=== design 1 ===
Figure 1. Ports around the boundary (design 1).
(1.5 px per um) Pins as bars across the die edge, other pins in grey.
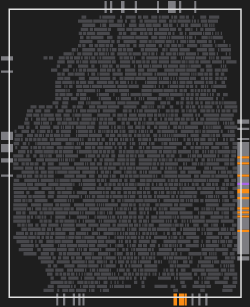

===== src/rtl/cordic_pkg.sv =====
// rtl/cordic_pkg.sv - shared CORDIC constants, gain coefficient helper and stream beat type
package cordic_pkg;

    localparam real CORDIC_GAIN_INV = 0.6072529350088813;
    localparam int  BEAT_DW         = 16;
    localparam int  BEAT_AW         = 16;

    typedef struct packed {
        logic signed [BEAT_DW-1:0] x;
        logic signed [BEAT_DW-1:0] y;
        logic signed [BEAT_AW-1:0] a;
    } beat_t;

    // round(1/K * 2^(kw-1)), the unsigned Q0.(kw-1) compensation coefficient
    function automatic int calc_gain_coef(input int kw);
        real s;
        s = CORDIC_GAIN_INV;
        for (int i = 1; i < kw; i++) begin
            s = s * 2.0;
        end
        return $rtoi(s + 0.5);
    endfunction

endpackage


===== src/rtl/cordic_round_shift.sv =====
// rtl/cordic_round_shift.sv - round-half-up arithmetic right shift with truncation to OW bits
module cordic_round_shift #(
    parameter int IW = 32,
    parameter int SH = 15,
    parameter int OW = 16
) (
    input  logic signed [IW-1:0] in_i,
    output logic signed [OW-1:0] out_o
);

    localparam logic [IW:0] HALF = (IW+1)'(1) << (SH-1);

    // One guard bit so adding the half LSB can never wrap the sign
    logic [IW:0] sum;
    logic        unused_bits;

    assign sum         = {in_i[IW-1], in_i} + HALF;
    assign out_o       = sum[SH +: OW];
    assign unused_bits = ^{sum[IW:SH+OW], sum[SH-1:0]};

endmodule


===== src/rtl/cordic_gain_comp.sv =====
// rtl/cordic_gain_comp.sv - 2-stage CORDIC gain compensation with valid/ready flow control
module cordic_gain_comp
    import cordic_pkg::*;
#(
    parameter int DW = BEAT_DW,
    parameter int AW = BEAT_AW,
    parameter int KW = 16,
    parameter int K  = calc_gain_coef(KW)
) (
    input  logic                 clk_i,
    input  logic                 rstn_i,
    input  logic                 valid_i,
    output logic                 ready_o,
    input  logic signed [DW-1:0] x_i,
    input  logic signed [DW-1:0] y_i,
    input  logic signed [AW-1:0] a_i,
    output logic                 valid_o,
    input  logic                 ready_i,
    output logic signed [DW-1:0] x_o,
    output logic signed [DW-1:0] y_o,
    output logic signed [AW-1:0] a_o
);

    localparam int                     PW   = DW + KW;
    localparam logic signed [PW-1:0]   COEF = PW'(K);

    logic                 s1_v_q, s1_v_d;
    logic signed [PW-1:0] px_q, px_d, py_q, py_d;
    logic signed [AW-1:0] a1_q, a1_d;
    logic                 s2_v_q, s2_v_d;
    logic signed [DW-1:0] x_q, x_d, y_q, y_d;
    logic signed [AW-1:0] a2_q, a2_d;

    logic                 s1_en, s2_en;
    logic signed [PW-1:0] prod_x, prod_y;
    logic signed [DW-1:0] rx, ry;

    assign prod_x = $signed({{KW{x_i[DW-1]}}, x_i}) * COEF;
    assign prod_y = $signed({{KW{y_i[DW-1]}}, y_i}) * COEF;

    cordic_round_shift #(.IW(PW), .SH(KW-1), .OW(DW)) u_round_x (
        .in_i  (px_q),
        .out_o (rx)
    );

    cordic_round_shift #(.IW(PW), .SH(KW-1), .OW(DW)) u_round_y (
        .in_i  (py_q),
        .out_o (ry)
    );

    // ready_i reaches ready_o combinationally; an empty stage always advances
    always_comb begin
        s2_en  = !s2_v_q || ready_i;
        s1_en  = !s1_v_q || s2_en;

        s1_v_d = s1_en ? valid_i : s1_v_q;
        px_d   = px_q;
        py_d   = py_q;
        a1_d   = a1_q;
        if (s1_en && valid_i) begin
            px_d = prod_x;
            py_d = prod_y;
            a1_d = a_i;
        end

        s2_v_d = s2_en ? s1_v_q : s2_v_q;
        x_d    = x_q;
        y_d    = y_q;
        a2_d   = a2_q;
        if (s2_en && s1_v_q) begin
            x_d  = rx;
            y_d  = ry;
            a2_d = a1_q;
        end
    end

    always_ff @(posedge clk_i or negedge rstn_i) begin
        if (!rstn_i) begin
            s1_v_q <= 1'b0;
            px_q   <= '0;
            py_q   <= '0;
            a1_q   <= '0;
            s2_v_q <= 1'b0;
            x_q    <= '0;
            y_q    <= '0;
            a2_q   <= '0;
        end else begin
            s1_v_q <= s1_v_d;
            px_q   <= px_d;
            py_q   <= py_d;
            a1_q   <= a1_d;
            s2_v_q <= s2_v_d;
            x_q    <= x_d;
            y_q    <= y_d;
            a2_q   <= a2_d;
        end
    end

    assign ready_o = s1_en;
    assign valid_o = s2_v_q;
    assign x_o     = x_q;
    assign y_o     = y_q;
    assign a_o     = a2_q;

endmodule


===== config.mk =====
export PLATFORM = sky130hd
export DESIGN_NAME = cordic_gain_comp
export DESIGN_NICKNAME = d
export VERILOG_FILES = /design/src/rtl/cordic_pkg.sv /design/src/rtl/cordic_round_shift.sv /design/src/rtl/cordic_gain_comp.sv
export SDC_FILE = /design/constraint.sdc
export NUM_CORES = 1
export LEC_CHECK = 0
export ABC_AREA = 0
export CORE_ASPECT_RATIO = 1.25
export CORE_MARGIN = 1.5
export CORE_UTILIZATION = 50
export DETAILED_ROUTE_END_ITERATION = 7
export PLACE_DENSITY = 0.72
export SLEW_MARGIN = 5
export SYNTH_ARGS = -nofsm -noshare
export SYNTH_HDL_FRONTEND = slang
export SYNTH_SLANG_ARGS = --single-unit

===== constraint.sdc =====
create_clock -name clk_i -period 1.5 [get_ports clk_i]
set_input_delay 0.15 -clock clk_i [delete_from_list [all_inputs] [get_ports clk_i]]
set_output_delay 0.15 -clock clk_i [all_outputs]
set_load 0.01 [all_outputs]

=== design 2 ===
$ cat src/rtl/traffic_pkg.sv
// Shared types for the intersection scheduler.
//   RED/YELLOW/GREEN : one-hot lamp encodings driven to the lamp drivers
//   phase_t          : scheduler phase enum
//   dir_t            : approach direction (NS/EW)
package traffic_pkg;

  localparam logic [2:0] RED    = 3'b001;
  localparam logic [2:0] YELLOW = 3'b010;
  localparam logic [2:0] GREEN  = 3'b100;

  typedef enum logic [2:0] {
    ALL_RED   = 3'd0,
    NS_GREEN  = 3'd1,
    NS_YELLOW = 3'd2,
    EW_GREEN  = 3'd3,
    EW_YELLOW = 3'd4,
    PED_WALK  = 3'd5
  } phase_t;

  typedef enum logic {
    NS = 1'b0,
    EW = 1'b1
  } dir_t;

endpackage

$ cat src/rtl/phase_timer.sv
// Phase timer: TW-bit up counter with synchronous clear and saturation.
//   clk   : clock, rising edge
//   reset : synchronous active-high, clears count
//   clear : synchronous clear (asserted on the edge that changes phase)
//   count : cycles spent in the current phase, saturating at 2^TW-1
module phase_timer #(
  parameter int TW = 8
) (
  input  logic          clk,
  input  logic          reset,
  input  logic          clear,
  output logic [TW-1:0] count
);

  always_ff @(posedge clk) begin
    if (reset || clear)
      count <= '0;
    else if (count != '1)
      count <= count + 1'b1;
  end

endmodule

$ cat src/rtl/intersection_scheduler.sv
// Two-approach intersection phase scheduler (Moore FSM + one phase timer).
// Optional pedestrian walk phase is built when INTERSECTION_PED_EN is defined;
// otherwise pedestrian_button is ignored and walk/ped_pending are tied to 0.
//   clk, reset          : clock, synchronous active-high reset
//   ns_car, ew_car      : vehicle demand levels per approach
//   pedestrian_button   : walk request pulse
//   ns_lights,ew_lights : one-hot lamps (RED=001, YELLOW=010, GREEN=100)
//   walk                : pedestrian walk lamp
//   ped_pending         : latched, unserved walk request
module intersection_scheduler
  import traffic_pkg::*;
#(
  parameter int GREEN_MIN   = 6,
  parameter int GREEN_MAX   = 20,
  parameter int YELLOW_TIME = 3,
  parameter int ALLRED_TIME = 2,
  parameter int WALK_TIME   = 5,
  parameter int TW          = 8
) (
  input  logic       clk,
  input  logic       reset,
  input  logic       ns_car,
  input  logic       ew_car,
  input  logic       pedestrian_button,
  output logic [2:0] ns_lights,
  output logic [2:0] ew_lights,
  output logic       walk,
  output logic       ped_pending
);

  // Timer reads N-1 during the Nth cycle of a phase, so exits compare to N-1.
  localparam logic [TW-1:0] GMIN_LAST = TW'(GREEN_MIN - 1);
  localparam logic [TW-1:0] GMAX_LAST = TW'(GREEN_MAX - 1);
  localparam logic [TW-1:0] YEL_LAST  = TW'(YELLOW_TIME - 1);
  localparam logic [TW-1:0] AR_LAST   = TW'(ALLRED_TIME - 1);
`ifdef INTERSECTION_PED_EN
  localparam logic [TW-1:0] WALK_LAST = TW'(WALK_TIME - 1);
`endif

  phase_t        state, state_nx;
  dir_t          next_dir, next_dir_nx;
  logic [TW-1:0] timer;
  logic          own, other, green_exit;

  phase_timer #(.TW(TW)) u_timer (
    .clk   (clk),
    .reset (reset),
    .clear (state_nx != state),
    .count (timer)
  );

  // Demand seen from whichever green is active; a pending walk counts as
  // opposing demand so it can cut a green short after the minimum.
  always_comb begin
    own   = (state == NS_GREEN) ? ns_car : ew_car;
    other = ((state == NS_GREEN) ? ew_car : ns_car) | ped_pending;
    // >= on the max bound: timer may already exceed it if demand arrived late.
    green_exit = (timer >= GMIN_LAST) && other && (!own || timer >= GMAX_LAST);
  end

  always_comb begin
    state_nx    = state;
    next_dir_nx = next_dir;
    case (state)
      ALL_RED: if (timer >= AR_LAST) begin
        state_nx = (next_dir == NS) ? NS_GREEN : EW_GREEN;
`ifdef INTERSECTION_PED_EN
        if (ped_pending) state_nx = PED_WALK;
`endif
      end
      NS_GREEN: if (green_exit) state_nx = NS_YELLOW;
      EW_GREEN: if (green_exit) state_nx = EW_YELLOW;
      NS_YELLOW: if (timer >= YEL_LAST) begin
        state_nx    = ALL_RED;
        next_dir_nx = EW;
      end
      EW_YELLOW: if (timer >= YEL_LAST) begin
        state_nx    = ALL_RED;
        next_dir_nx = NS;
      end
`ifdef INTERSECTION_PED_EN
      // Lamps are already all red, so go straight to the queued green.
      PED_WALK: if (timer >= WALK_LAST)
        state_nx = (next_dir == NS) ? NS_GREEN : EW_GREEN;
`endif
      default: state_nx = ALL_RED;
    endcase
  end

  always_ff @(posedge clk) begin
    if (reset) begin
      state    <= ALL_RED;
      next_dir <= NS;
    end else begin
      state    <= state_nx;
      next_dir <= next_dir_nx;
    end
  end

`ifdef INTERSECTION_PED_EN
  // Set has priority: a press on the walk entry edge is queued for another walk.
  always_ff @(posedge clk) begin
    if (reset)
      ped_pending <= 1'b0;
    else if (pedestrian_button)
      ped_pending <= 1'b1;
    else if (state_nx == PED_WALK && state != PED_WALK)
      ped_pending <= 1'b0;
  end
`else
  logic unused_button;
  assign unused_button = pedestrian_button;
  assign ped_pending   = 1'b0;
`endif

  always_comb begin
    ns_lights = RED;
    ew_lights = RED;
    walk      = 1'b0;
    case (state)
      NS_GREEN:  ns_lights = GREEN;
      NS_YELLOW: ns_lights = YELLOW;
      EW_GREEN:  ew_lights = GREEN;
      EW_YELLOW: ew_lights = YELLOW;
`ifdef INTERSECTION_PED_EN
      PED_WALK:  walk = 1'b1;
`endif
      default: ;
    endcase
  end

endmodule

$ cat config.mk
export PLATFORM = sky130hd
export DESIGN_NAME = intersection_scheduler
export DESIGN_NICKNAME = d
export VERILOG_FILES = /design/src/rtl/traffic_pkg.sv /design/src/rtl/phase_timer.sv /design/src/rtl/intersection_scheduler.sv
export SDC_FILE = /design/constraint.sdc
export NUM_CORES = 1
export LEC_CHECK = 0
export ABC_CLOCK_PERIOD_IN_PS = 1900
export CELL_PAD_IN_SITES_DETAIL_PLACEMENT = 1
export CELL_PAD_IN_SITES_GLOBAL_PLACEMENT = 1
export CORE_ASPECT_RATIO = 1.1
export CORE_MARGIN = 4
export CORE_UTILIZATION = 36
export CTS_CLUSTER_DIAMETER = 40
export CTS_CLUSTER_SIZE = 8
export DETAILED_ROUTE_END_ITERATION = 10
export PLACE_DENSITY = 0.76
export SLEW_MARGIN = 5
export SYNTH_ARGS = -nofsm -noshare
export SYNTH_HDL_FRONTEND = slang
export SYNTH_SLANG_ARGS = --single-unit
$ cat constraint.sdc
create_clock -name clk -period 1.9 [get_ports clk]
set_input_delay 0.285 -clock clk [delete_from_list [all_inputs] [get_ports clk]]
set_output_delay 0.285 -clock clk [all_outputs]
set_load 0.01 [all_outputs]
Figure 2. Placed cells, one colour a class (design 1).
(2 px per um) Fill, decap, tap and diode cells in grey.
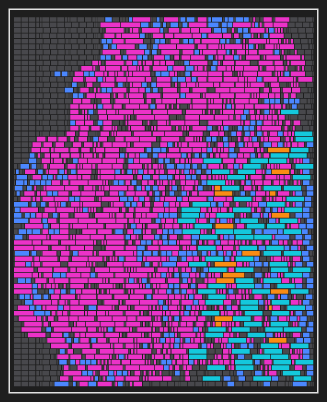
colour	class	cells	share of their area
blue	remaining buffers and delay cells	455	19%
cyan	registers	100	12%
orange	clock drivers and dummy loads	16	1.7%
magenta	remaining logic cells	1,341	67%

Notes on Figure 1 above:
colour	port	pins	direction	edge
orange	`y_o`	16	output	10 right, 6 bottom
purple	`valid_o`	1	output	right
all pins by edge	61 right, 14 bottom, 14 left, 13 top

==> results.py, design 1 <==
# Synthesis and PnR figures
metrics = {
    "grt": {
        "use_met2_pct": 45.56,
        "grt.overflow.total": 0,
        "globalRouteMet3Util_pct": 1.882,
    },
    "clocking": {
        "path_clk_slew_ns": 0.07,
        "cts_tree": "built",
        "ctsRootBufferMaster": "clkbuf_16",
    },
    "drt": {
        "ant_nets": 0,
        "route.detailed.drc": 2,
        "drt_pass1_iterations": 7,
        "dr.first_iter.drc_count": 500,
    },
    "yosys": {
        "muxShareOfSynthArea_pct": 1.725,
        "synth-edff-count": 0,
        "xor_share_pct": 6.253,
        "synth_cells": 1470,
        "ys_cells": 1470,
        "ys_chip_area_mm2": 0.01415,
        "async_flop_share_pct": 100.0,
        "synth_area_per_cell_um2": 9.623,
    },
    "critical_path": {
        "start_kind": "input port",
        "cp_num_cells": 20,
        "crit_type": "in2reg",
        "path_buffers": 5,
        "crit_arrival_ns": 5.13,
    },
    "floorplan": {
        "rows": 68,
    },
    "layout": {
        "nClkBuffers": 9,
        "clkCellAreaFrac_pct": 1.666,
        "drive_above_1_share_pct": 36.09,
        "buffers": 455,
        "final_layout_top_logic_cell": "buf_4",
        "seq_share_pct": 12.04,
        "largest_class": "multi-input combinational cells",
    },
    "run_status": {
        "violations": "design-rule violations, negative setup slack",
        "status": "finished with violations",
    },
    "sta": {
        "finalCriticalPeriod_ns": 4.850,
        "tightest_slew_ns": 0.4486,
        "tns_ns": -100.84,
        "setup_viol": 36,
        "finalMaxSlewViolations": 0,
        "final.setup.worst_slack_ns": -3.350,
    },
    "placement": {
        "placed_area_mm2": 0.01845,
    },
}
Figure 3. Clock wiring as the flow saved it (design 2).
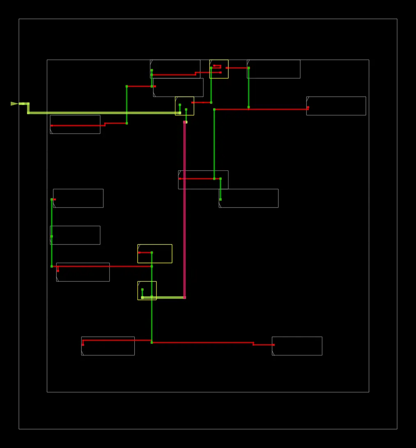
Flops: 12
# clk buffers: 4
clock latency (worst-skew pair): 0.28 ns

==> results.py, design 2 <==
# Synthesis and PnR figures
metrics = {
    "run_status": {
        "violations": "negative setup slack",
        "status": "finished with violations",
    },
    "sta": {
        "setup_viol": 1,
        "final.setup.worst_slack_ns": -0.006384,
    },
    "floorplan": {
        "die-area_mm2": 0.003364,
        "taps": 30,
    },
    "critical_path": {
        "cp_num_cells": 5,
        "cp-end-kind": "flip-flop",
        "critPathTopFamily": "simple AND/OR/NAND/NOR gates",
    },
    "grt": {
        "antenna_found_initial": 0,
        "use_met2_pct": 31.25,
    },
    "drt": {
        "wl_met3_um": 78,
    },
    "yosys": {
        "xor_share_pct": 0.9736,
        "yosysTopAreaCellShare_pct": 26.70,
    },
    "layout": {
        "nets": 136,
    },
}


==> layout pictures side by side <==
Routed clock nets over the placement.
shot_01.png
(3 px per um)
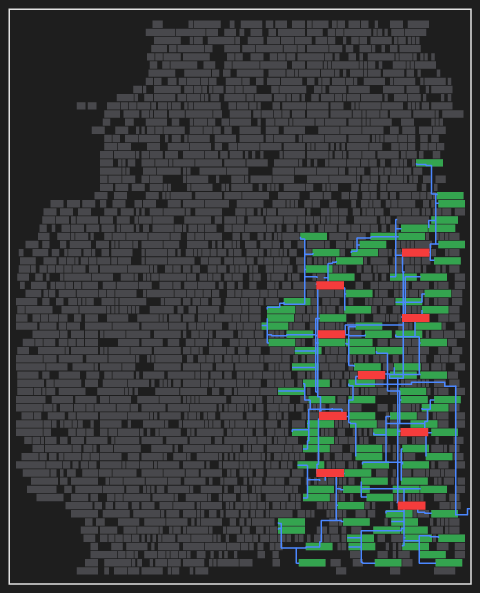
shot_02.png
(10 px per um)
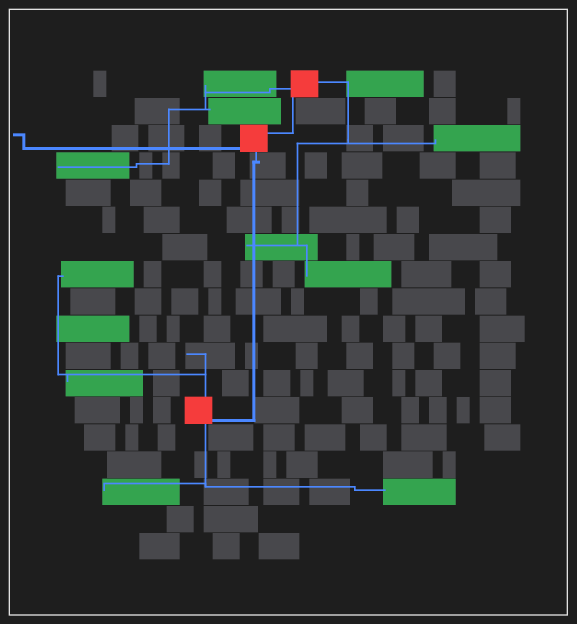
shot_02.png is design 2.
shot_01.png is design 1.
Of these, most sequential cells: shot_01.png
Of these, largest die: shot_01.png

Key to shot_01.png:
[blue] clock wires | length: 1,060 um
[red] clock-net drivers | count: 9
[green] flip-flops | count: 100
routed clock nets	10

